# alu_writeback_flat

### Met2 routing, alu_writeback_flat

Scale bar: 20 um.
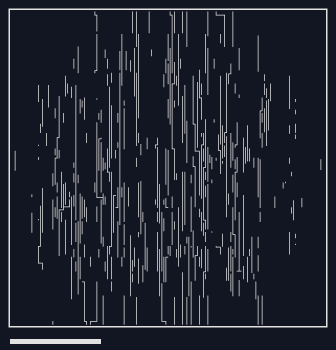

===== src/rtl/alu_writeback_if.sv =====
`default_nettype none
// ============================================================================
//  Module      : alu_writeback_if
//  Description : ALU -> writeback bundle. Carries the valid/ready handshake,
//                the ALU result with its side information, and returns the
//                committed carry to the ALU as its carry-in.
//  Revision    : 1.0  initial release
// ============================================================================
interface alu_writeback_if #(
   parameter int DATA_W = 8
);
   logic              alu_valid;
   logic              alu_ready;
   logic [DATA_W-1:0] alu_out;
   logic              alu_co;
   logic              alu_hc;
   logic [2:0]        alu_op;
   logic              opnd_r7;
   logic              opnd_m7;
   logic [1:0]        dst_sel;
   logic              flag_we;
   logic              decimal_mode;
   logic              carry_to_alu;

   // ALU side: produces results, sees back-pressure and the committed carry
   modport master (
      output alu_valid, alu_out, alu_co, alu_hc, alu_op,
             opnd_r7, opnd_m7, dst_sel, flag_we, decimal_mode,
      input  alu_ready, carry_to_alu
   );

   // Writeback side: consumes results, drives back-pressure and carry
   modport slave (
      input  alu_valid, alu_out, alu_co, alu_hc, alu_op,
             opnd_r7, opnd_m7, dst_sel, flag_we, decimal_mode,
      output alu_ready, carry_to_alu
   );
endinterface
`default_nettype wire


===== src/rtl/alu_writeback.sv =====
`default_nettype none
// ============================================================================
//  Module      : alu_writeback
//  Description : Writeback stage of the 8-bit ALU. Captures one ALU result
//                per handshake, commits it to A/X/Y and updates N/Z/C/V.
//                Flag C is fed back to the ALU as its carry-in.
//                Optional feature macro: DECIMAL_ADJUST_EN
//                  defined   -> ADC/SBC with decimal_mode=1 pass through an
//                               ADJUST state applying BCD correction
//                               (latency 3 instead of 2).
//                  undefined -> decimal_mode ignored, latency always 2.
//  Revision    : 1.0  initial release
// ============================================================================
module alu_writeback #(
   parameter int DATA_W = 8
) (
   input  wire logic              clk,
   input  wire logic              rst,
   alu_writeback_if.slave         bus,
   output logic [DATA_W-1:0]      reg_a_o,
   output logic [DATA_W-1:0]      reg_x_o,
   output logic [DATA_W-1:0]      reg_y_o,
   output logic                   flag_n_o,
   output logic                   flag_z_o,
   output logic                   flag_c_o,
   output logic                   flag_v_o,
   output logic                   wb_done_o
);

   // ------------------------------------------------------------------------
   // Encodings
   // ------------------------------------------------------------------------
   localparam logic [1:0] ST_IDLE   = 2'd0;
   localparam logic [1:0] ST_COMMIT = 2'd1;
`ifdef DECIMAL_ADJUST_EN
   localparam logic [1:0] ST_ADJUST = 2'd2;
`endif

   localparam logic [2:0] OP_OR  = 3'b000;
   localparam logic [2:0] OP_AND = 3'b001;
   localparam logic [2:0] OP_EOR = 3'b010;
   localparam logic [2:0] OP_ADC = 3'b011;
   localparam logic [2:0] OP_INC = 3'b100;
   localparam logic [2:0] OP_DEC = 3'b101;
   localparam logic [2:0] OP_SBC = 3'b110;
   localparam logic [2:0] OP_TRB = 3'b111;

   localparam logic [1:0] DST_A    = 2'b00;
   localparam logic [1:0] DST_X    = 2'b01;
   localparam logic [1:0] DST_Y    = 2'b10;

   localparam int MSB = DATA_W - 1;

   // ------------------------------------------------------------------------
   // State and holding registers
   // ------------------------------------------------------------------------
   logic [1:0]        state_q, state_d;

   logic [DATA_W-1:0] res_q;      // result (BCD-adjusted after ADJUST)
   logic              co_q;       // carry (BCD-adjusted after ADJUST)
   logic              bin7_q;     // binary result MSB, V always uses this
   logic [2:0]        op_q;
   logic              r7_q;
   logic              m7_q;
   logic [1:0]        dst_q;
   logic              we_q;
`ifdef DECIMAL_ADJUST_EN
   logic              hc_q;
`endif

   logic [DATA_W-1:0] reg_a_q, reg_a_d;
   logic [DATA_W-1:0] reg_x_q, reg_x_d;
   logic [DATA_W-1:0] reg_y_q, reg_y_d;
   logic              flag_n_q, flag_n_d;
   logic              flag_z_q, flag_z_d;
   logic              flag_c_q, flag_c_d;
   logic              flag_v_q, flag_v_d;
   logic              wb_done_q;

   logic              w_ready;
   logic              w_commit;
   logic              w_accept;
   logic              w_go_adjust;

   assign w_accept = bus.alu_valid & w_ready;

`ifdef DECIMAL_ADJUST_EN
   logic              w_adjust;
   logic [DATA_W-1:0] w_adj_res;
   logic              w_adj_c;

   // Decimal correction is requested only for ADC/SBC with the D flag set
   assign w_go_adjust = bus.decimal_mode &
                        ((bus.alu_op == OP_ADC) || (bus.alu_op == OP_SBC));
`else
   logic              w_unused_dec;

   // Decimal mode and half carry have no effect in a binary-only build
   assign w_go_adjust  = 1'b0;
   assign w_unused_dec = bus.decimal_mode ^ bus.alu_hc;
`endif

   // ------------------------------------------------------------------------
   // FSM
   // ------------------------------------------------------------------------

   // State register; reset abandons any captured transaction
   always_ff @(posedge clk) begin
      if (rst) begin
         state_q <= ST_IDLE;
      end else begin
         state_q <= state_d;
      end
   end

   // Next-state: accept -> (ADJUST ->) COMMIT -> IDLE
   always_comb begin
      state_d = state_q;
      case (state_q)
         ST_IDLE: begin
            if (w_accept) begin
`ifdef DECIMAL_ADJUST_EN
               state_d = w_go_adjust ? ST_ADJUST : ST_COMMIT;
`else
               state_d = w_go_adjust ? ST_IDLE : ST_COMMIT;
`endif
            end
         end
`ifdef DECIMAL_ADJUST_EN
         ST_ADJUST: state_d = ST_COMMIT;
`endif
         ST_COMMIT: state_d = ST_IDLE;
         default:   state_d = ST_IDLE;
      endcase
   end

   // FSM outputs: back-pressure and per-state strobes
   always_comb begin
      w_ready  = (state_q == ST_IDLE);
      w_commit = (state_q == ST_COMMIT);
`ifdef DECIMAL_ADJUST_EN
      w_adjust = (state_q == ST_ADJUST);
`endif
   end

   // ------------------------------------------------------------------------
   // BCD correction of the held binary result
   // ------------------------------------------------------------------------
`ifdef DECIMAL_ADJUST_EN
   // ADC adds 0x06/0x60 and may force carry; SBC subtracts on missing borrows
   always_comb begin
      w_adj_res = res_q;
      w_adj_c   = co_q;
      if (op_q == OP_ADC) begin
         if (hc_q || (res_q[3:0] > 4'd9)) begin
            w_adj_res = w_adj_res + DATA_W'(8'h06);
         end
         if (co_q || (res_q > DATA_W'(8'h99))) begin
            w_adj_res = w_adj_res + DATA_W'(8'h60);
            w_adj_c   = 1'b1;
         end
      end else begin
         if (!hc_q) begin
            w_adj_res = w_adj_res - DATA_W'(8'h06);
         end
         if (!co_q) begin
            w_adj_res = w_adj_res - DATA_W'(8'h60);
         end
      end
   end
`endif

   // ------------------------------------------------------------------------
   // Holding registers
   // ------------------------------------------------------------------------

   // Capture inputs at accept; ADJUST overwrites result/carry in place
   always_ff @(posedge clk) begin
      if (rst) begin
         res_q  <= '0;
         co_q   <= 1'b0;
         bin7_q <= 1'b0;
         op_q   <= OP_OR;
         r7_q   <= 1'b0;
         m7_q   <= 1'b0;
         dst_q  <= DST_A;
         we_q   <= 1'b0;
`ifdef DECIMAL_ADJUST_EN
         hc_q   <= 1'b0;
`endif
      end else if (w_accept) begin
         res_q  <= bus.alu_out;
         co_q   <= bus.alu_co;
         bin7_q <= bus.alu_out[MSB];
         op_q   <= bus.alu_op;
         r7_q   <= bus.opnd_r7;
         m7_q   <= bus.opnd_m7;
         dst_q  <= bus.dst_sel;
         we_q   <= bus.flag_we;
`ifdef DECIMAL_ADJUST_EN
         hc_q   <= bus.alu_hc;
`endif
      end
`ifdef DECIMAL_ADJUST_EN
      else if (w_adjust) begin
         res_q  <= w_adj_res;
         co_q   <= w_adj_c;
      end
`endif
   end

   // ------------------------------------------------------------------------
   // Architectural state
   // ------------------------------------------------------------------------

   // Next values of A/X/Y and N/Z/C/V, only changed in the COMMIT state
   always_comb begin
      reg_a_d  = reg_a_q;
      reg_x_d  = reg_x_q;
      reg_y_d  = reg_y_q;
      flag_n_d = flag_n_q;
      flag_z_d = flag_z_q;
      flag_c_d = flag_c_q;
      flag_v_d = flag_v_q;
      if (w_commit) begin
         case (dst_q)
            DST_A:   reg_a_d = res_q;
            DST_X:   reg_x_d = res_q;
            DST_Y:   reg_y_d = res_q;
            default: ;  // compare-style op: flags only
         endcase
         if (we_q) begin
            flag_n_d = res_q[MSB];
            flag_z_d = (res_q == '0);
            case (op_q)
               OP_ADC: begin
                  flag_c_d = co_q;
                  flag_v_d = (r7_q == m7_q) & (bin7_q != r7_q);
               end
               OP_SBC: begin
                  flag_c_d = co_q;
                  flag_v_d = (r7_q != m7_q) & (bin7_q != r7_q);
               end
               OP_INC, OP_DEC: begin
                  flag_c_d = co_q;
               end
               OP_OR, OP_AND, OP_EOR, OP_TRB: ;  // C and V preserved
               default: ;
            endcase
         end
      end
   end

   // Register file, flags and the completion pulse
   always_ff @(posedge clk) begin
      if (rst) begin
         reg_a_q   <= '0;
         reg_x_q   <= '0;
         reg_y_q   <= '0;
         flag_n_q  <= 1'b0;
         flag_z_q  <= 1'b0;
         flag_c_q  <= 1'b0;
         flag_v_q  <= 1'b0;
         wb_done_q <= 1'b0;
      end else begin
         reg_a_q   <= reg_a_d;
         reg_x_q   <= reg_x_d;
         reg_y_q   <= reg_y_d;
         flag_n_q  <= flag_n_d;
         flag_z_q  <= flag_z_d;
         flag_c_q  <= flag_c_d;
         flag_v_q  <= flag_v_d;
         wb_done_q <= w_commit;
      end
   end

   // ------------------------------------------------------------------------
   // Outputs
   // ------------------------------------------------------------------------
   assign bus.alu_ready    = w_ready;
   assign bus.carry_to_alu = flag_c_q;
   assign reg_a_o          = reg_a_q;
   assign reg_x_o          = reg_x_q;
   assign reg_y_o          = reg_y_q;
   assign flag_n_o         = flag_n_q;
   assign flag_z_o         = flag_z_q;
   assign flag_c_o         = flag_c_q;
   assign flag_v_o         = flag_v_q;
   assign wb_done_o        = wb_done_q;

endmodule
`default_nettype wire


===== src/flat_wrapper.sv =====
// flat-port wrapper written by rule: the top's interface ports become plain ports
module alu_writeback_flat 
#(
   parameter int DATA_W = 8
)
  (clk, rst, reg_a_o, reg_x_o, reg_y_o, flag_n_o, flag_z_o, flag_c_o, flag_v_o, wb_done_o, bus_alu_valid, bus_alu_out, bus_alu_co, bus_alu_hc, bus_alu_op, bus_opnd_r7, bus_opnd_m7, bus_dst_sel, bus_flag_we, bus_decimal_mode, bus_alu_ready, bus_carry_to_alu);
  alu_writeback_if #(.DATA_W(DATA_W)) bus_i ();
  input  wire logic clk;
  input  wire logic rst;
  output logic [DATA_W-1:0] reg_a_o;
  output logic [DATA_W-1:0] reg_x_o;
  output logic [DATA_W-1:0] reg_y_o;
  output logic flag_n_o;
  output logic flag_z_o;
  output logic flag_c_o;
  output logic flag_v_o;
  output logic wb_done_o;
  input wire logic [$bits(bus_i.alu_valid)-1:0] bus_alu_valid;
  input wire logic [$bits(bus_i.alu_out)-1:0] bus_alu_out;
  input wire logic [$bits(bus_i.alu_co)-1:0] bus_alu_co;
  input wire logic [$bits(bus_i.alu_hc)-1:0] bus_alu_hc;
  input wire logic [$bits(bus_i.alu_op)-1:0] bus_alu_op;
  input wire logic [$bits(bus_i.opnd_r7)-1:0] bus_opnd_r7;
  input wire logic [$bits(bus_i.opnd_m7)-1:0] bus_opnd_m7;
  input wire logic [$bits(bus_i.dst_sel)-1:0] bus_dst_sel;
  input wire logic [$bits(bus_i.flag_we)-1:0] bus_flag_we;
  input wire logic [$bits(bus_i.decimal_mode)-1:0] bus_decimal_mode;
  output wire logic [$bits(bus_i.alu_ready)-1:0] bus_alu_ready;
  output wire logic [$bits(bus_i.carry_to_alu)-1:0] bus_carry_to_alu;
  assign bus_i.alu_valid = bus_alu_valid;
  assign bus_i.alu_out = bus_alu_out;
  assign bus_i.alu_co = bus_alu_co;
  assign bus_i.alu_hc = bus_alu_hc;
  assign bus_i.alu_op = bus_alu_op;
  assign bus_i.opnd_r7 = bus_opnd_r7;
  assign bus_i.opnd_m7 = bus_opnd_m7;
  assign bus_i.dst_sel = bus_dst_sel;
  assign bus_i.flag_we = bus_flag_we;
  assign bus_i.decimal_mode = bus_decimal_mode;
  assign bus_alu_ready = bus_i.alu_ready;
  assign bus_carry_to_alu = bus_i.carry_to_alu;
  alu_writeback #(.DATA_W(DATA_W)) u_core (.clk(clk), .rst(rst), .bus(bus_i), .reg_a_o(reg_a_o), .reg_x_o(reg_x_o), .reg_y_o(reg_y_o), .flag_n_o(flag_n_o), .flag_z_o(flag_z_o), .flag_c_o(flag_c_o), .flag_v_o(flag_v_o), .wb_done_o(wb_done_o));
endmodule

===== config.mk =====
export PLATFORM = sky130hd
export DESIGN_NAME = alu_writeback_flat
export DESIGN_NICKNAME = d
export VERILOG_FILES = /design/src/rtl/alu_writeback_if.sv /design/src/rtl/alu_writeback.sv /design/src/flat_wrapper.sv
export SDC_FILE = /design/constraint.sdc
export NUM_CORES = 1
export LEC_CHECK = 0
export CAP_MARGIN = 10
export CORE_MARGIN = 4
export CORE_UTILIZATION = 46
export CTS_BUF_LIST = sky130_fd_sc_hd__clkbuf_16
export DETAILED_ROUTE_END_ITERATION = 7
export HOLD_SLACK_MARGIN = 0.06
export PLACE_DENSITY = 0.78
export SLEW_MARGIN = 20
export SYNTH_ARGS = -nofsm -noshare
export SYNTH_HDL_FRONTEND = slang
export SYNTH_SLANG_ARGS = --single-unit

===== constraint.sdc =====
create_clock -name clk -period 1.42 [get_ports clk]
set_input_delay 0.142 -clock clk [delete_from_list [all_inputs] [get_ports clk]]
set_output_delay 0.142 -clock clk [all_outputs]
set_load 0.05 [all_outputs]

# interrupt_controller

### config.mk
export PLATFORM = sky130hd
export DESIGN_NAME = interrupt_controller
export DESIGN_NICKNAME = d
export VERILOG_FILES = /design/src/rtl/interrupt_controller.sv
export SDC_FILE = /design/constraint.sdc
export NUM_CORES = 1
export LEC_CHECK = 0
export ABC_AREA = 1
export ABC_CLOCK_PERIOD_IN_PS = 1700
export CAP_MARGIN = 20
export CORE_MARGIN = 8
export CORE_UTILIZATION = 46
export CTS_BUF_LIST = sky130_fd_sc_hd__clkbuf_2 sky130_fd_sc_hd__clkbuf_4 sky130_fd_sc_hd__clkbuf_8
export DETAILED_ROUTE_END_ITERATION = 16
export PLACE_DENSITY_LB_ADDON = 0.2
export SLEW_MARGIN = 20
export SYNTH_ARGS = -nofsm -noshare
export SYNTH_HDL_FRONTEND = slang
export SYNTH_SLANG_ARGS = --single-unit
### constraint.sdc
create_clock -name clk -period 1.7 [get_ports clk]
set_input_delay 0.34 -clock clk [delete_from_list [all_inputs] [get_ports clk]]
set_output_delay 0.34 -clock clk [all_outputs]
set_load 0.03 [all_outputs]
### src/rtl/interrupt_controller.sv
// Multi-source interrupt controller sequencing the PC's intr/reti controls.
// Requests are latched, masked, gated by a global enable and resolved by fixed
// priority (bit 0 highest). Entry happens only at an instruction boundary with
// no jump pending, and only one level of service is allowed at a time.
// Optional build macro INTC_LEVEL_EN: level-sensitive sources (pending = irq)
// instead of the default rising-edge latch.
module interrupt_controller #(
   parameter int unsigned NUM_SRC    = 4,
   parameter logic [15:0] VEC_BASE   = 16'h0002,
   parameter logic [15:0] VEC_STRIDE = 16'h0002
) (
   input  logic               clk,
   input  logic               rst,
   input  logic [NUM_SRC-1:0] irq,
   input  logic               cfgWe,
   input  logic [NUM_SRC:0]   cfgData,
   input  logic               instrDone,
   input  logic               jmpPending,
   input  logic               retiIn,
   output logic               intrOut,
   output logic               retiOut,
   output logic [15:0]        vecAddr,
   output logic [3:0]         activeId,
   output logic               busy,
   output logic [NUM_SRC-1:0] ack,
   output logic [NUM_SRC:0]   cfgOut
);

   localparam int unsigned ID_W   = 4;
   localparam int unsigned ADDR_W = 16;

   typedef enum logic [1:0] {
      S_IDLE    = 2'd0,
      S_ENTER   = 2'd1,
      S_SERVICE = 2'd2,
      S_EXIT    = 2'd3
   } state_e;

   state_e              state_q, state_d;
   logic                holdoff_q, holdoff_d;
   logic                gie_q, gie_d;
   logic [NUM_SRC-1:0]  mask_q, mask_d;
   logic                intr_q, intr_d;
   logic                reti_q, reti_d;
   logic                busy_q, busy_d;
   logic [NUM_SRC-1:0]  ack_q, ack_d;
   logic [ADDR_W-1:0]   vec_q, vec_d;
   logic [ID_W-1:0]     id_q, id_d;

   logic [NUM_SRC-1:0]  pend;
   logic [NUM_SRC-1:0]  cand;
   logic [ID_W-1:0]     sel_id;
   logic [NUM_SRC-1:0]  sel_hot;
   logic                accept;

`ifdef INTC_LEVEL_EN
   // Level-sensitive sources: the request line itself is the pending state.
   always_comb begin
      pend = irq;
   end
`else
   logic [NUM_SRC-1:0]  pending_q, pending_d;
   logic [NUM_SRC-1:0]  irq_prev_q;

   // Rising-edge latch; a new edge wins over the acceptance clear.
   always_comb begin
      pending_d = pending_q;
      if (accept) begin
         pending_d = pending_q & ~sel_hot;
      end
      pending_d = pending_d | (irq & ~irq_prev_q);
      pend      = pending_q;
   end

   // Pending bits and previous irq sample.
   always_ff @(posedge clk or posedge rst) begin
      if (rst) begin
         pending_q  <= '0;
         irq_prev_q <= '0;
      end else begin
         pending_q  <= pending_d;
         irq_prev_q <= irq;
      end
   end
`endif

   // Fixed-priority pick: lowest enabled pending index wins.
   always_comb begin
      cand    = pend & mask_q;
      sel_id  = '0;
      sel_hot = '0;
      for (int i = int'(NUM_SRC) - 1; i >= 0; i--) begin
         if (cand[i]) begin
            sel_id     = ID_W'(i);
            sel_hot    = '0;
            sel_hot[i] = 1'b1;
         end
      end
   end

   // Entry only from IDLE, at an instruction boundary, with no jump and no holdoff.
   always_comb begin
      accept = (state_q == S_IDLE) && gie_q && (cand != '0) &&
               instrDone && !jmpPending && !holdoff_q;
   end

   // Next-state, configuration and registered-output decode.
   always_comb begin
      state_d   = state_q;
      holdoff_d = holdoff_q;
      gie_d     = gie_q;
      mask_d    = mask_q;
      intr_d    = 1'b0;
      reti_d    = 1'b0;
      ack_d     = '0;
      vec_d     = vec_q;
      id_d      = id_q;

      if (cfgWe) begin
         {gie_d, mask_d} = cfgData;
      end

      case (state_q)
         S_IDLE: begin
            if (accept) begin
               state_d = S_ENTER;
               intr_d  = 1'b1;
               ack_d   = sel_hot;
               id_d    = sel_id;
               vec_d   = ADDR_W'(VEC_BASE + ADDR_W'(sel_id) * VEC_STRIDE);
            end
            if (holdoff_q && instrDone) begin
               holdoff_d = 1'b0;
            end
         end
         S_ENTER: begin
            state_d = S_SERVICE;
         end
         S_SERVICE: begin
            if (retiIn) begin
               state_d = S_EXIT;
               reti_d  = 1'b1;
            end
         end
         S_EXIT: begin
            state_d   = S_IDLE;
            holdoff_d = 1'b1;
         end
         default: begin
            state_d = S_IDLE;
         end
      endcase

      busy_d = (state_d == S_ENTER) || (state_d == S_SERVICE);
   end

   // State, configuration and output registers.
   always_ff @(posedge clk or posedge rst) begin
      if (rst) begin
         state_q   <= S_IDLE;
         holdoff_q <= 1'b0;
         gie_q     <= 1'b0;
         mask_q    <= '0;
         intr_q    <= 1'b0;
         reti_q    <= 1'b0;
         busy_q    <= 1'b0;
         ack_q     <= '0;
         vec_q     <= '0;
         id_q      <= '0;
      end else begin
         state_q   <= state_d;
         holdoff_q <= holdoff_d;
         gie_q     <= gie_d;
         mask_q    <= mask_d;
         intr_q    <= intr_d;
         reti_q    <= reti_d;
         busy_q    <= busy_d;
         ack_q     <= ack_d;
         vec_q     <= vec_d;
         id_q      <= id_d;
      end
   end

   assign intrOut  = intr_q;
   assign retiOut  = reti_q;
   assign vecAddr  = vec_q;
   assign activeId = id_q;
   assign busy     = busy_q;
   assign ack      = ack_q;
   assign cfgOut   = {gie_q, mask_q};

endmodule
# aludec_seq

--- config.mk ---
export PLATFORM = sky130hd
export DESIGN_NAME = aludec_seq
export DESIGN_NICKNAME = d
export VERILOG_FILES = /design/src/rtl/aludec_seq.sv
export SDC_FILE = /design/constraint.sdc
export NUM_CORES = 1
export LEC_CHECK = 0
export ABC_CLOCK_PERIOD_IN_PS = 1740
export CAP_MARGIN = 15
export CORE_ASPECT_RATIO = 0.75
export CORE_UTILIZATION = 42
export DETAILED_ROUTE_END_ITERATION = 7
export GPL_ROUTABILITY_DRIVEN = 0
export PLACE_DENSITY = 0.74
export SLEW_MARGIN = 10
export SYNTH_ARGS = -nofsm -noshare
export SYNTH_HDL_FRONTEND = slang
export SYNTH_SLANG_ARGS = --single-unit
--- constraint.sdc ---
create_clock -name clk -period 1.74 [get_ports clk]
set_input_delay 0.174 -clock clk [delete_from_list [all_inputs] [get_ports clk]]
set_output_delay 0.174 -clock clk [all_outputs]
set_load 0.005 [all_outputs]
--- src/rtl/aludec_seq.sv ---
// Registered, handshaked ALU opcode decoder with multi-cycle MUL/DIV stall
// and a saturating count of accepted illegal opcodes.
module aludec_seq #(
  parameter int unsigned OPW  = 4,
  parameter int unsigned ALUW = 3,
  parameter int unsigned MCYC = 4,
  parameter int unsigned ERRW = 8
) (
  input  logic            clk,
  input  logic            rst,
  input  logic            in_valid,
  input  logic [OPW-1:0]  in_opcode,
  output logic            in_ready,
  output logic            out_valid,
  input  logic            out_ready,
  output logic [ALUW-1:0] out_aluop,
  output logic            out_illegal,
  output logic            out_multi,
  output logic            busy,
  output logic [ERRW-1:0] err_count
);

  localparam int unsigned CNTW = (MCYC > 1) ? $clog2(MCYC) : 1;

  typedef enum logic [1:0] {IDLE, MULTI, FULL} state_t;

  state_t          r_state;
  state_t          w_state_nxt;
  logic [CNTW-1:0] r_cnt;
  logic [CNTW-1:0] w_cnt_nxt;
  logic [2:0]      r_aluop;
  logic            r_illegal;
  logic            r_multi;
  logic [ERRW-1:0] r_err;
  logic            w_in_xfer;
  logic            w_out_xfer;
  logic [2:0]      w_dec_op;
  logic            w_dec_ill;
  logic            w_dec_mul;

  // Opcode decode; unknown or out-of-range opcodes fall through to illegal.
  always_comb begin
    w_dec_op  = 3'b000;
    w_dec_ill = 1'b0;
    w_dec_mul = 1'b0;
    if (in_opcode < OPW'(8)) begin
      w_dec_op = in_opcode[2:0];
    end else if (in_opcode < OPW'(10)) begin
      w_dec_op  = {2'b00, in_opcode[0]};
      w_dec_mul = 1'b1;
    end else begin
      w_dec_ill = 1'b1;
    end
  end

  // Handshake and next-state logic.
  always_comb begin
    w_state_nxt = r_state;
    w_cnt_nxt   = r_cnt;
    in_ready    = 1'b0;
    case (r_state)
      IDLE:    in_ready = 1'b1;
      FULL:    in_ready = out_ready;
      default: in_ready = 1'b0;
    endcase
    if (rst) in_ready = 1'b0;
    w_in_xfer  = in_valid && in_ready;
    w_out_xfer = (r_state == FULL) && out_ready;
    case (r_state)
      MULTI: begin
        if (r_cnt == CNTW'(1)) begin
          w_state_nxt = FULL;
          w_cnt_nxt   = '0;
        end else begin
          w_cnt_nxt = r_cnt - CNTW'(1);
        end
      end
      FULL:    if (w_out_xfer) w_state_nxt = IDLE;
      default: ;
    endcase
    // A new accept overrides the drain decision, giving back-to-back issue.
    if (w_in_xfer) begin
      if (w_dec_mul && (MCYC > 1)) begin
        w_state_nxt = MULTI;
        w_cnt_nxt   = CNTW'(MCYC - 1);
      end else begin
        w_state_nxt = FULL;
      end
    end
  end

  always_ff @(posedge clk) begin
    if (rst) begin
      r_state   <= IDLE;
      r_cnt     <= '0;
      r_aluop   <= 3'b000;
      r_illegal <= 1'b0;
      r_multi   <= 1'b0;
      r_err     <= '0;
    end else begin
      r_state <= w_state_nxt;
      r_cnt   <= w_cnt_nxt;
      if (w_in_xfer) begin
        r_aluop   <= w_dec_op;
        r_illegal <= w_dec_ill;
        r_multi   <= w_dec_mul;
        if (w_dec_ill && (r_err != '1)) r_err <= r_err + ERRW'(1);
      end
    end
  end

  assign out_valid   = (r_state == FULL);
  assign busy        = (r_state == MULTI);
  assign out_aluop   = ALUW'(r_aluop);
  assign out_illegal = r_illegal;
  assign out_multi   = r_multi;
  assign err_count   = r_err;

endmodule

# if_id_buffer

<file path="src/rtl/if_id_buffer.sv">
`default_nettype none
// ============================================================================
// Module   : if_id_buffer
// Purpose  : IF/ID decoupling FIFO holding {instruction, PC, PC+4} per fetch.
//            Optional macro IF_ID_PERF_COUNTERS_EN adds stall/bubble/flush counters.
// Revision : 1.0  initial release
// ============================================================================
module if_id_buffer #(
    parameter int DEPTH       = 2,
    parameter int INSTR_WIDTH = 32,
    parameter int PC_WIDTH    = 64
) (
    input  logic                   clock,
    input  logic                   reset,
    input  logic                   in_valid,
    output logic                   in_ready,
    input  logic [INSTR_WIDTH-1:0] instruction_in,
    input  logic [PC_WIDTH-1:0]    PC_in,
    input  logic [PC_WIDTH-1:0]    PC_branch_link_in,
    input  logic                   flush,
    output logic                   out_valid,
    input  logic                   out_ready,
    output logic [INSTR_WIDTH-1:0] instruction_out,
    output logic [PC_WIDTH-1:0]    PC_out,
    output logic [PC_WIDTH-1:0]    PC_branch_link_out
`ifdef IF_ID_PERF_COUNTERS_EN
    ,
    output logic [31:0]            stall_cycles,
    output logic [31:0]            bubble_cycles,
    output logic [31:0]            flush_count
`endif
);

    localparam int PTR_W = (DEPTH > 1) ? $clog2(DEPTH) : 1;
    localparam int CNT_W = $clog2(DEPTH + 1);
    localparam logic [CNT_W-1:0]       C_FULL = CNT_W'(DEPTH);
    localparam logic [INSTR_WIDTH-1:0] C_NOP  = INSTR_WIDTH'(32'hD503201F);

    logic [PTR_W-1:0] wr_ptr_q, wr_ptr_d;
    logic [PTR_W-1:0] rd_ptr_q, rd_ptr_d;
    logic [CNT_W-1:0] count_q, count_d;

    logic [INSTR_WIDTH-1:0] instr_mem [DEPTH];
    logic [PC_WIDTH-1:0]    pc_mem    [DEPTH];
    logic [PC_WIDTH-1:0]    link_mem  [DEPTH];

    logic w_push;
    logic w_pop;

    // Ready depends only on occupancy, so a full buffer refuses even when popping.
    assign in_ready  = (count_q != C_FULL);
    assign out_valid = (count_q != '0);
    assign w_push    = in_valid & in_ready & ~flush;
    assign w_pop     = out_valid & out_ready & ~flush;

    always_comb begin
        wr_ptr_d = wr_ptr_q;
        rd_ptr_d = rd_ptr_q;
        count_d  = count_q;
        if (flush) begin
            wr_ptr_d = '0;
            rd_ptr_d = '0;
            count_d  = '0;
        end else begin
            if (w_push) begin
                wr_ptr_d = wr_ptr_q + PTR_W'(1);
            end
            if (w_pop) begin
                rd_ptr_d = rd_ptr_q + PTR_W'(1);
            end
            case ({w_push, w_pop})
                2'b10:   count_d = count_q + CNT_W'(1);
                2'b01:   count_d = count_q - CNT_W'(1);
                default: count_d = count_q;
            endcase
        end
    end

    always_ff @(posedge clock or posedge reset) begin
        if (reset) begin
            wr_ptr_q <= '0;
            rd_ptr_q <= '0;
            count_q  <= '0;
        end else begin
            wr_ptr_q <= wr_ptr_d;
            rd_ptr_q <= rd_ptr_d;
            count_q  <= count_d;
        end
    end

    // Payload storage carries no reset; occupancy alone qualifies it.
    always_ff @(posedge clock) begin
        if (w_push) begin
            instr_mem[wr_ptr_q] <= instruction_in;
            pc_mem[wr_ptr_q]    <= PC_in;
            link_mem[wr_ptr_q]  <= PC_branch_link_in;
        end
    end

    always_comb begin
        instruction_out    = C_NOP;
        PC_out             = '0;
        PC_branch_link_out = '0;
        if (out_valid) begin
            instruction_out    = instr_mem[rd_ptr_q];
            PC_out             = pc_mem[rd_ptr_q];
            PC_branch_link_out = link_mem[rd_ptr_q];
        end
    end

`ifdef IF_ID_PERF_COUNTERS_EN
    logic [31:0] stall_cycles_q, stall_cycles_d;
    logic [31:0] bubble_cycles_q, bubble_cycles_d;
    logic [31:0] flush_count_q, flush_count_d;

    // Counters stick at all-ones rather than wrapping.
    always_comb begin
        stall_cycles_d  = stall_cycles_q;
        bubble_cycles_d = bubble_cycles_q;
        flush_count_d   = flush_count_q;
        if (in_valid && !in_ready && (stall_cycles_q != 32'hFFFF_FFFF)) begin
            stall_cycles_d = stall_cycles_q + 32'd1;
        end
        if (!out_valid && out_ready && (bubble_cycles_q != 32'hFFFF_FFFF)) begin
            bubble_cycles_d = bubble_cycles_q + 32'd1;
        end
        if (flush && (flush_count_q != 32'hFFFF_FFFF)) begin
            flush_count_d = flush_count_q + 32'd1;
        end
    end

    always_ff @(posedge clock or posedge reset) begin
        if (reset) begin
            stall_cycles_q  <= '0;
            bubble_cycles_q <= '0;
            flush_count_q   <= '0;
        end else begin
            stall_cycles_q  <= stall_cycles_d;
            bubble_cycles_q <= bubble_cycles_d;
            flush_count_q   <= flush_count_d;
        end
    end

    assign stall_cycles  = stall_cycles_q;
    assign bubble_cycles = bubble_cycles_q;
    assign flush_count   = flush_count_q;
`endif

endmodule
`default_nettype wire
</file>
<file path="config.mk">
export PLATFORM = sky130hd
export DESIGN_NAME = if_id_buffer
export DESIGN_NICKNAME = d
export VERILOG_FILES = /design/src/rtl/if_id_buffer.sv
export SDC_FILE = /design/constraint.sdc
export NUM_CORES = 1
export LEC_CHECK = 0
export CAP_MARGIN = 30
export CORE_MARGIN = 5
export CORE_UTILIZATION = 44
export DETAILED_ROUTE_END_ITERATION = 10
export PLACE_DENSITY = 0.76
export SLEW_MARGIN = 20
export SYNTH_ARGS = -nofsm -noshare
export SYNTH_HDL_FRONTEND = slang
export SYNTH_SLANG_ARGS = --single-unit
</file>
<file path="constraint.sdc">
create_clock -name clock -period 13.6 [get_ports clock]
set_clock_uncertainty 0.1 [all_clocks]
set_input_delay 2.72 -clock clock [delete_from_list [all_inputs] [get_ports clock]]
set_output_delay 2.72 -clock clock [all_outputs]
set_load 0.01 [all_outputs]
</file>

==> screenshots <==
Supply network.
Pins as bars on the die edge. Tap cells in grey.
image #1
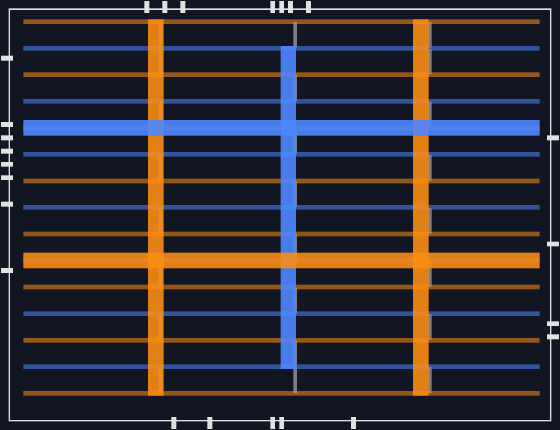
image #2
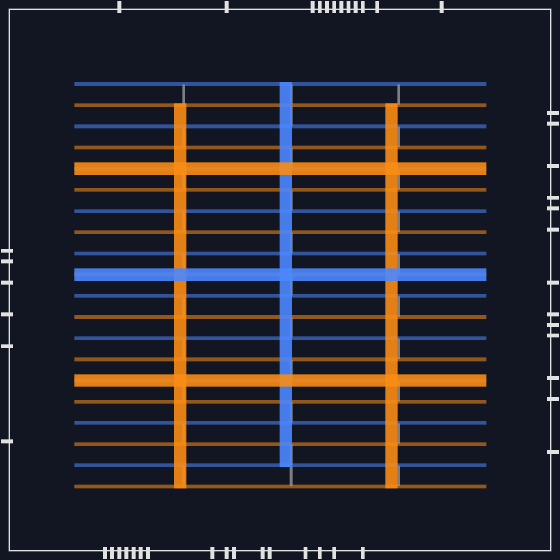
image #3
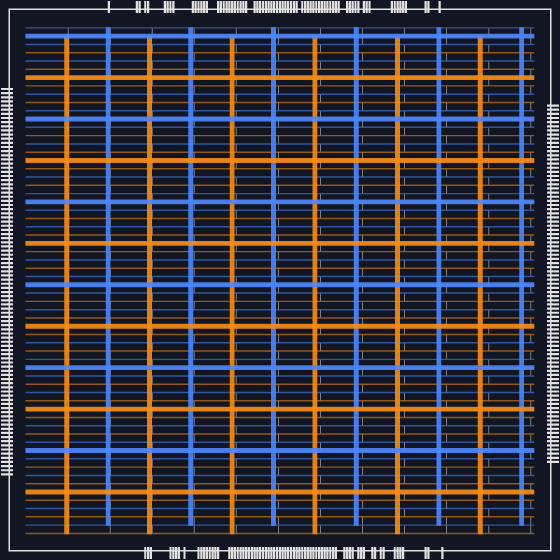
image #4
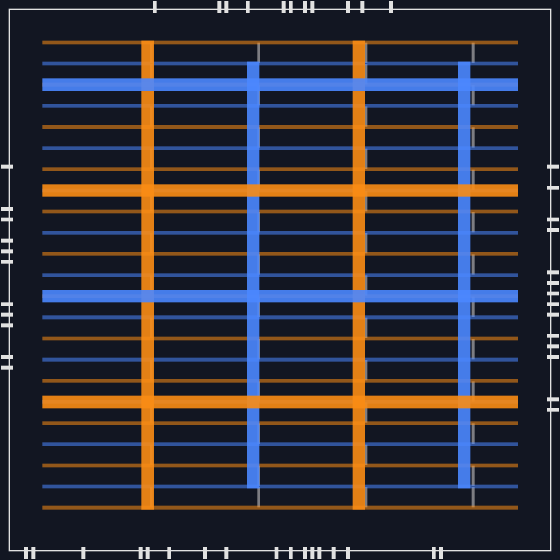
aludec_seq: image #1
alu_writeback_flat: image #4
if_id_buffer: image #3
interrupt_controller: image #2

### Cell placement, if_id_buffer

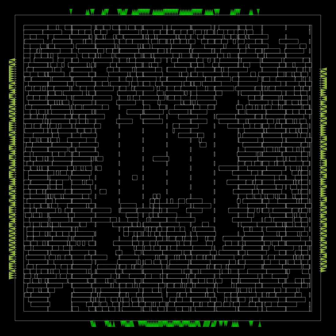
Tapcells: 378
core area: 27710 um2

### Placement by cell class, if_id_buffer

Scale bar: 50 um. Fill, decap, tap and diode cells in grey.
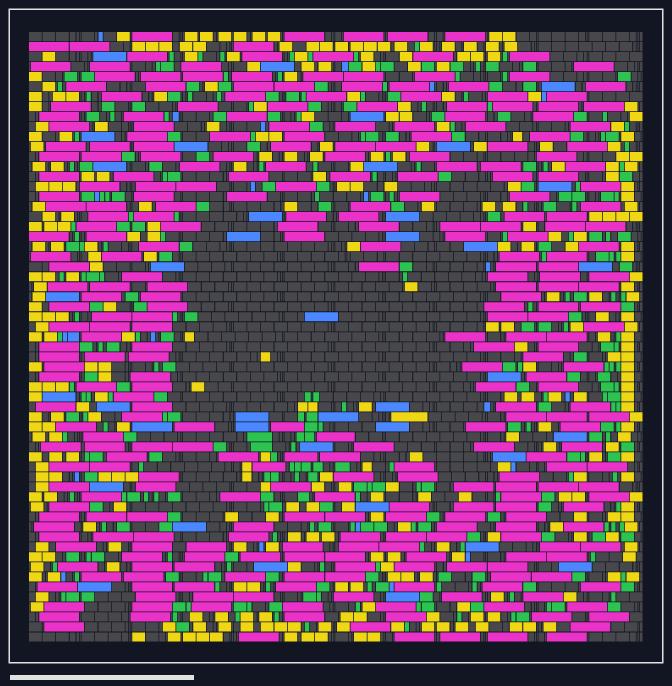
[clock drivers and dummy loads] blue | cells: 61
[remaining buffers and delay cells] yellow | cells: 337
[remaining logic cells] green | cells: 344
[registers] magenta | cells: 324
Post-Route Utilization: 61.37%
# rows: 61
Seq/total area: 57.13%
fin area: 17000 um2

==> changes_impl.md, if_id_buffer <==
### Physical design

- Status: finished, final reports clean
- Data arrival, critical path: 3.31 ns
- Comb_multi_in: 340
- Worst R2R Setup Slack: 10.51 ns
- Xor/xnor share: 0.07118%
- Largest class: sequential cells
- Worst hold path class: flop to flop
- Max-slew violation count: 0
- Critical path required time: 10.78 ns
- Adder Share, Synth: 0%
- Hold-fix buffers, CTS: 0
- IO buf count: 326
- Total CTS buffers: 34
- Tool warnings: 26
- Routed WL per cell: 18.76 um
- WP buf/inv: 3
- Layout cells sized above 1: 5.629%
- Clk tree area frac: 6.336%
- Die Area: 31410 um2
- Logic family by area: multiplexers
- WL met3: 2633 um
- Final ANT Viol Nets: 0
- Total power: 0.002313 W
- Final worst slack: 7.467 ns
- Tot GR Track Use: 16.57%
- RR Startpoint: count_q[1]$_DFFE_PP0P_
- Worst Setup EP: instruction_out[6]
- Hold_ws: 0.5371 ns
- Max incr delay on CP: 0.78 ns
- Yosys synthesis chip area: 12300 um2
- Register area: 9713 um2
- Reg2Reg Depth: 6
- Top logic cell by instance count in the layout: clkdlybuf4s50_1
- I/O Pins: 327
- FFs & Latches: 324
- Vias per cell: 4.902
- Syn Nets: 868
- CTS tree: built
- Die Ht: 177.2 um
- Clock buffer cells: 45
- Worst-Margin Slew: 0.9910 ns
- Cts repair resizes: 0
- Crit start category: flop
[if_id_buffer: routing by layer]
metal  global-route usage, %  up-vias
met2                   27.81      288
li1                        -     3309
met1                   20.34     3431
met3                   5.362       53
met5                       0        -
met4                   5.674        2
[if_id_buffer: power breakdown]
part | switching [W] | total [W] | internal, W | leakage (nW)
Clock | 0.000350 | 0.000881 | 0.000532 | 0.526
Combinational | 0.000131 | 0.000280 | 0.000149 | 2.06
Sequential | 0.0000124 | 0.00115 | 0.00114 | 2.99
Total | 0.000493 | 0.00231 | 0.00182 | 5.57
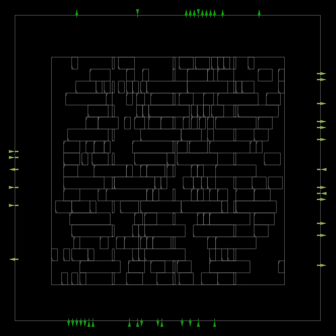
*Cell placement, interrupt_controller*
FFs & Latches: 28
Seq/total area: 43.24%
Post-Route Utilization: 59.27%

==> changes_impl.md, interrupt_controller <==
### Physical design

- Status: finished, final reports clean
- N_diodes: 0
- WL met2: 1245 um
- Signal buffers: 32
- # setup viols final: 0
- Logic family by area: simple AND/OR/NAND/NOR gates
- Vias post-DR: 866
- RR Startpoint: state_q[0]$_DFF_PP0_
- CP max stage cell: dfrtp_1
- Critical path class: flop to output port
- CTS clk-pin slew, worst paths: 0.14 ns
- Syn avg cell area: 10.07 um2
- Worst r2r dst: busy$_DFF_PP0_
- Register area: 700.7 um2
- Worst IR Drop VDD: 900.8 uV
- Total CTS buffers: 3
- Post CTS Setup Buffer Count: 0
- Post-synth ARST share: 100.0%
- Initial antenna violation count: 0
- I/O Pins: 47
- Clock latency on the worst-skew pair: 0.31 ns
- DP Wirelength: 1949 um
- Area Overhead vs Synth: 23.80%
- Layout Nets: 185
- Largest net degree at the start of global routing: 29
- Tool warnings: 29
- CTS Sinks: 28
- Worst Setup EP: cfgOut[1]
- Setup Skew: 0.004732 ns
- Non-CTS inverters: 19
- Yosys cell count: 130
- CP startpoint: mask_q[1]$_DFFE_PP0P_
- Shortest period the worst path allows: 1.477 ns
## interrupt_controller: metrics by stage
stage	power, W	area, um2	instances	hold slack, ns
after global placement	0.001715	1598	191	0.3941
after global routing	0.002117	1620	195	0.3840
after floorplan	0.001474	1361	144	0.3714
after detailed placement	0.001747	1598	191	0.4068
after CTS	0.002003	1615	195	0.3654
final	0.001968	1620	195	0.3636
## interrupt_controller: report_power, final
| group | switching, W | internal [W] |
|---|---|---|
| registers | 0.0000748 | 0.000797 |
| logic | 0.000511 | 0.000276 |
| clock network | 0.000178 | 0.000131 |
| total | 0.000764 | 0.00120 |
### Clock network drawn from the DEF, alu_writeback_flat

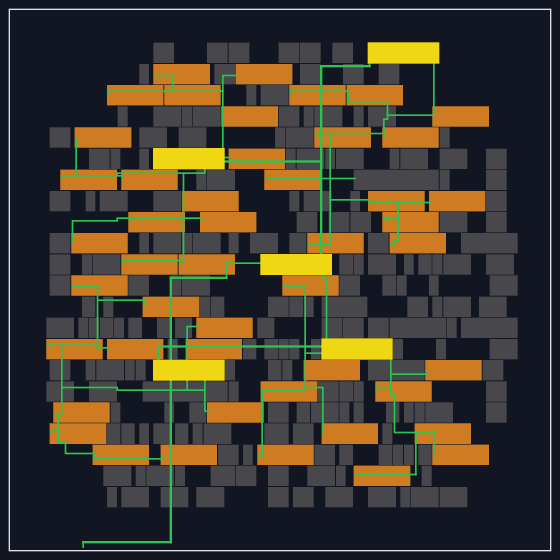
[clock-net drivers] yellow | count: 5
[clock wires] green | length: 521 um
[flip-flops] orange | count: 47
flops lie: spread over the die
routed clock nets: 6
clock latency on the worst-skew pair: 0.28 ns
Clock power frac: 47.0%
Clock Power: 0.00149 W
Setup Skew: 0.001537 ns

Notes on 'Met2 routing' of alu_writeback_flat above:
share of all routed wire: 46%
wire length on this layer: 1720 um
longest straight run: 33.3 um
main direction: vertical
nets with wire on the layer: 207
Total Wirelength: 3762 um
GR Util met2: 23.62%

==> changes_impl.md, alu_writeback_flat <==
### Physical design

- Status: finished, final reports clean
- Tapcells: 48
- P per Cell Area: 1270 nW/um2
- Top cells excl fill/tap: dfxtp_1 (47), nand2_1 (38), buf_4 (37)
- First-pass GRT wire length: 6210 um
- Largest class: sequential cells
- Non-CTS inverters: 1
- Largest net degree at the start of global routing: 48
- NetSw: 0.0006552 W
- DRC errors left: 0
- Logic area: 740.7 um2
- Period utilization: 89.27%
- Seq share, synth: 54.18%
- WHS Endpoint: u_core.op_q[2]$_SDFFE_PP0P_
- Initial drt markers: 101
- Post-synth EDFFs: 0
- Yosys cell count: 188
- Synth top cells by count: dfxtp_1 (47), nand2_1 (38), nor2_1 (28)
- Pleak: 1.122 nW
- Critical path class: flop to flop
- Seq. pwr: 0.00140 W
- Clk buf depth: 2
- Cells after synthesis: 188
- Worst hold path class: input pin to flop
- Cts repair resizes: 0
- Yosys cell types: 21
- Non-clk buf share: 22.04%
- Xor/xnor share: 1.009%
- Synthesized cell area: 1737 um2
- Adder Share, Synth: 0%
- Worst r2r dst: u_core.reg_a_o[4]$_SDFFE_PP0P_
- Sw Share: 20.75%
- Setup TNS: 0 ns
- Total power: 0.003158 W
- CTS Sinks: 47
- Vias per cell: 4.898
- Total CTS buffers: 5
- Critical path required time: 1.59 ns
- Top logic cell by instance count in the layout: dfxtp_1
- N_diodes: 0
- Data arrival, critical path: 1.44 ns
- Seq/total area: 37.85%
- DP Cell Count: 285
- Vias in the first global route: 1294
[alu_writeback_flat: worst max-delay path: stages, from the launching register on]
cell and delay, ns:
dfxtp_1 0.41, inv_2 0.11, nor3_4 0.16, buf_4 0.21
mux2i_1 0.21, nor2_1 0.06
[alu_writeback_flat: layer usage]
layer	vias up	global-route usage, %	part of all wire [%]
li1	733	-	-
met1	651	20.41	45
met2	44	23.62	46
met3	7	5.942	6.6
met4	0	8.677	2.3
met5	-	0	0
### Clock network drawn from the DEF, aludec_seq

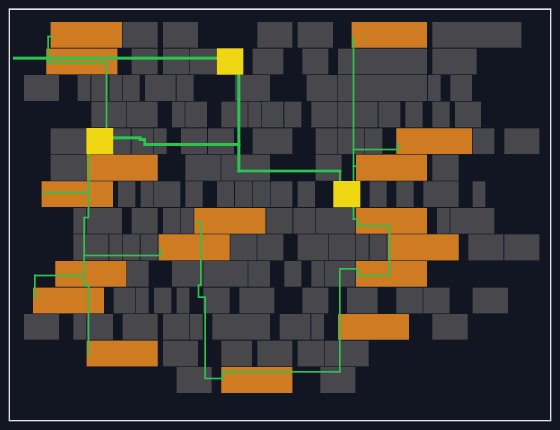
[flip-flops] orange | count: 17
[clock wires] green | length: 204 um
[clock-net drivers] yellow | count: 3
routed clock nets: 4
clock latency on the worst-skew pair: 0.30 ns
Clock Power: 0.000212 W
Setup Skew: 0.009101 ns
Clock power frac: 24.4%

### Placement by cell class, aludec_seq

Scale bar: 20 um. Fill, decap, tap and diode cells in grey.
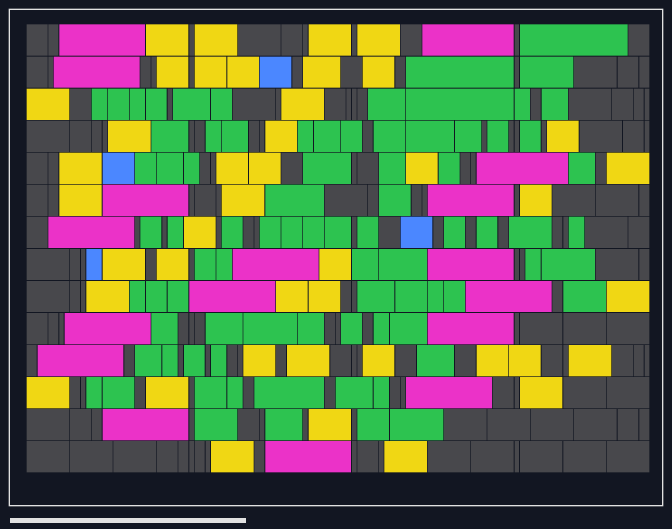
[remaining buffers and delay cells] yellow | cells: 42
[registers] magenta | cells: 17
[remaining logic cells] green | cells: 82
[clock drivers and dummy loads] blue | cells: 4
core area: 2014 um2
# rows: 14
fin area: 1366 um2
Seq/total area: 25.09%
Post-Route Utilization: 67.83%

==> changes_impl.md, aludec_seq <==
### Physical design

- Status: finished, final reports clean
- First-pass GRT wire length: 3698 um
- Setup TNS: 0 ns
- Post-synth EDFFs: 0
- NetSw: 0.0002409 W
- Hold-fix buffers, CTS: 0
- Top cells excl fill/tap: clkdlybuf4s50_1 (22), buf_4 (19), dfxtp_1 (15)
- Worst Setup EP: err_count[3]$_SDFFE_PP0P_
- CP max FO: 7
- Tot GR Track Use: 20.43%
- Synthesized registers: 17
- Routed WL per cell: 12.95 um
- N_diodes: 0
- DP Cell Count: 163
- Finished Layout Cells: 169
- Worst-Margin Slew: 0.3602 ns
- Die X: 55.33 um
- Top logic cell by instance count in the layout: clkdlybuf4s50_1
- Highest Signal Layer: met4
- Area leader, netlist: dfxtp_1
- Critical path class: flop to flop
- # setup viols final: 0
- Top-area cell share: 37.99%
- Number of instances on the worst hold path: 2
- Logic area: 574.3 um2
- Yosys warns: 0
- Total Wirelength: 2188 um
- CTS tree: built
==> aludec_seq: flip-flops by register name, indices dropped and copies added (netlist names) <==
name and cells:
out_aluop 3, out_multi 1, err_count 8, out_illegal 1
r_state 2, r_cnt 2
==> aludec_seq: final cells by class <==
type	instances	area share [%]
Multi-Input combinational cell	77	42.03
Timing Repair Buffer	42	27.20
Sequential cell	17	25.09
Tap cell	24	2.198
Clock buffer	4	1.923
Inverter	5	1.557
==> aludec_seq: worst min-delay path: cells and delay by family, from the launching register on <==
family           cells  cell delay [ns]
flip-flops           1             0.32
AND-OR/OR-AND        1             0.06
AND/OR/NAND/NOR      1             0.05


==> notes/layouts.md <==
Pictures saved along the way, in no particular order.

Met2 routing.
picture 1
Scale bar: 50 um.
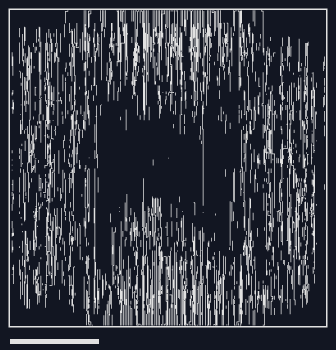
picture 2
Scale bar: 20 um.
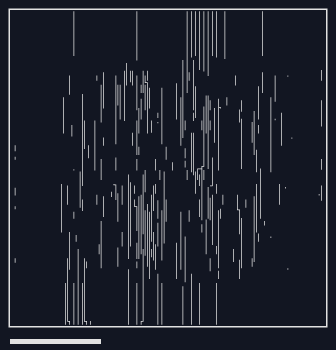
picture 3
Scale bar: 20 um.
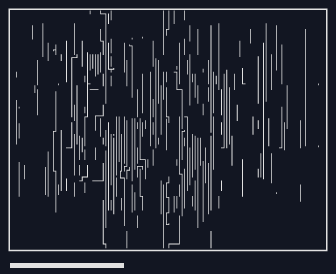
The one with the largest die is picture 1.
The one with the smallest die is picture 3.
- picture 2 = interrupt_controller
- picture 3 = aludec_seq
- picture 1 = if_id_buffer

Power is estimated from default activity; no workload was simulated.
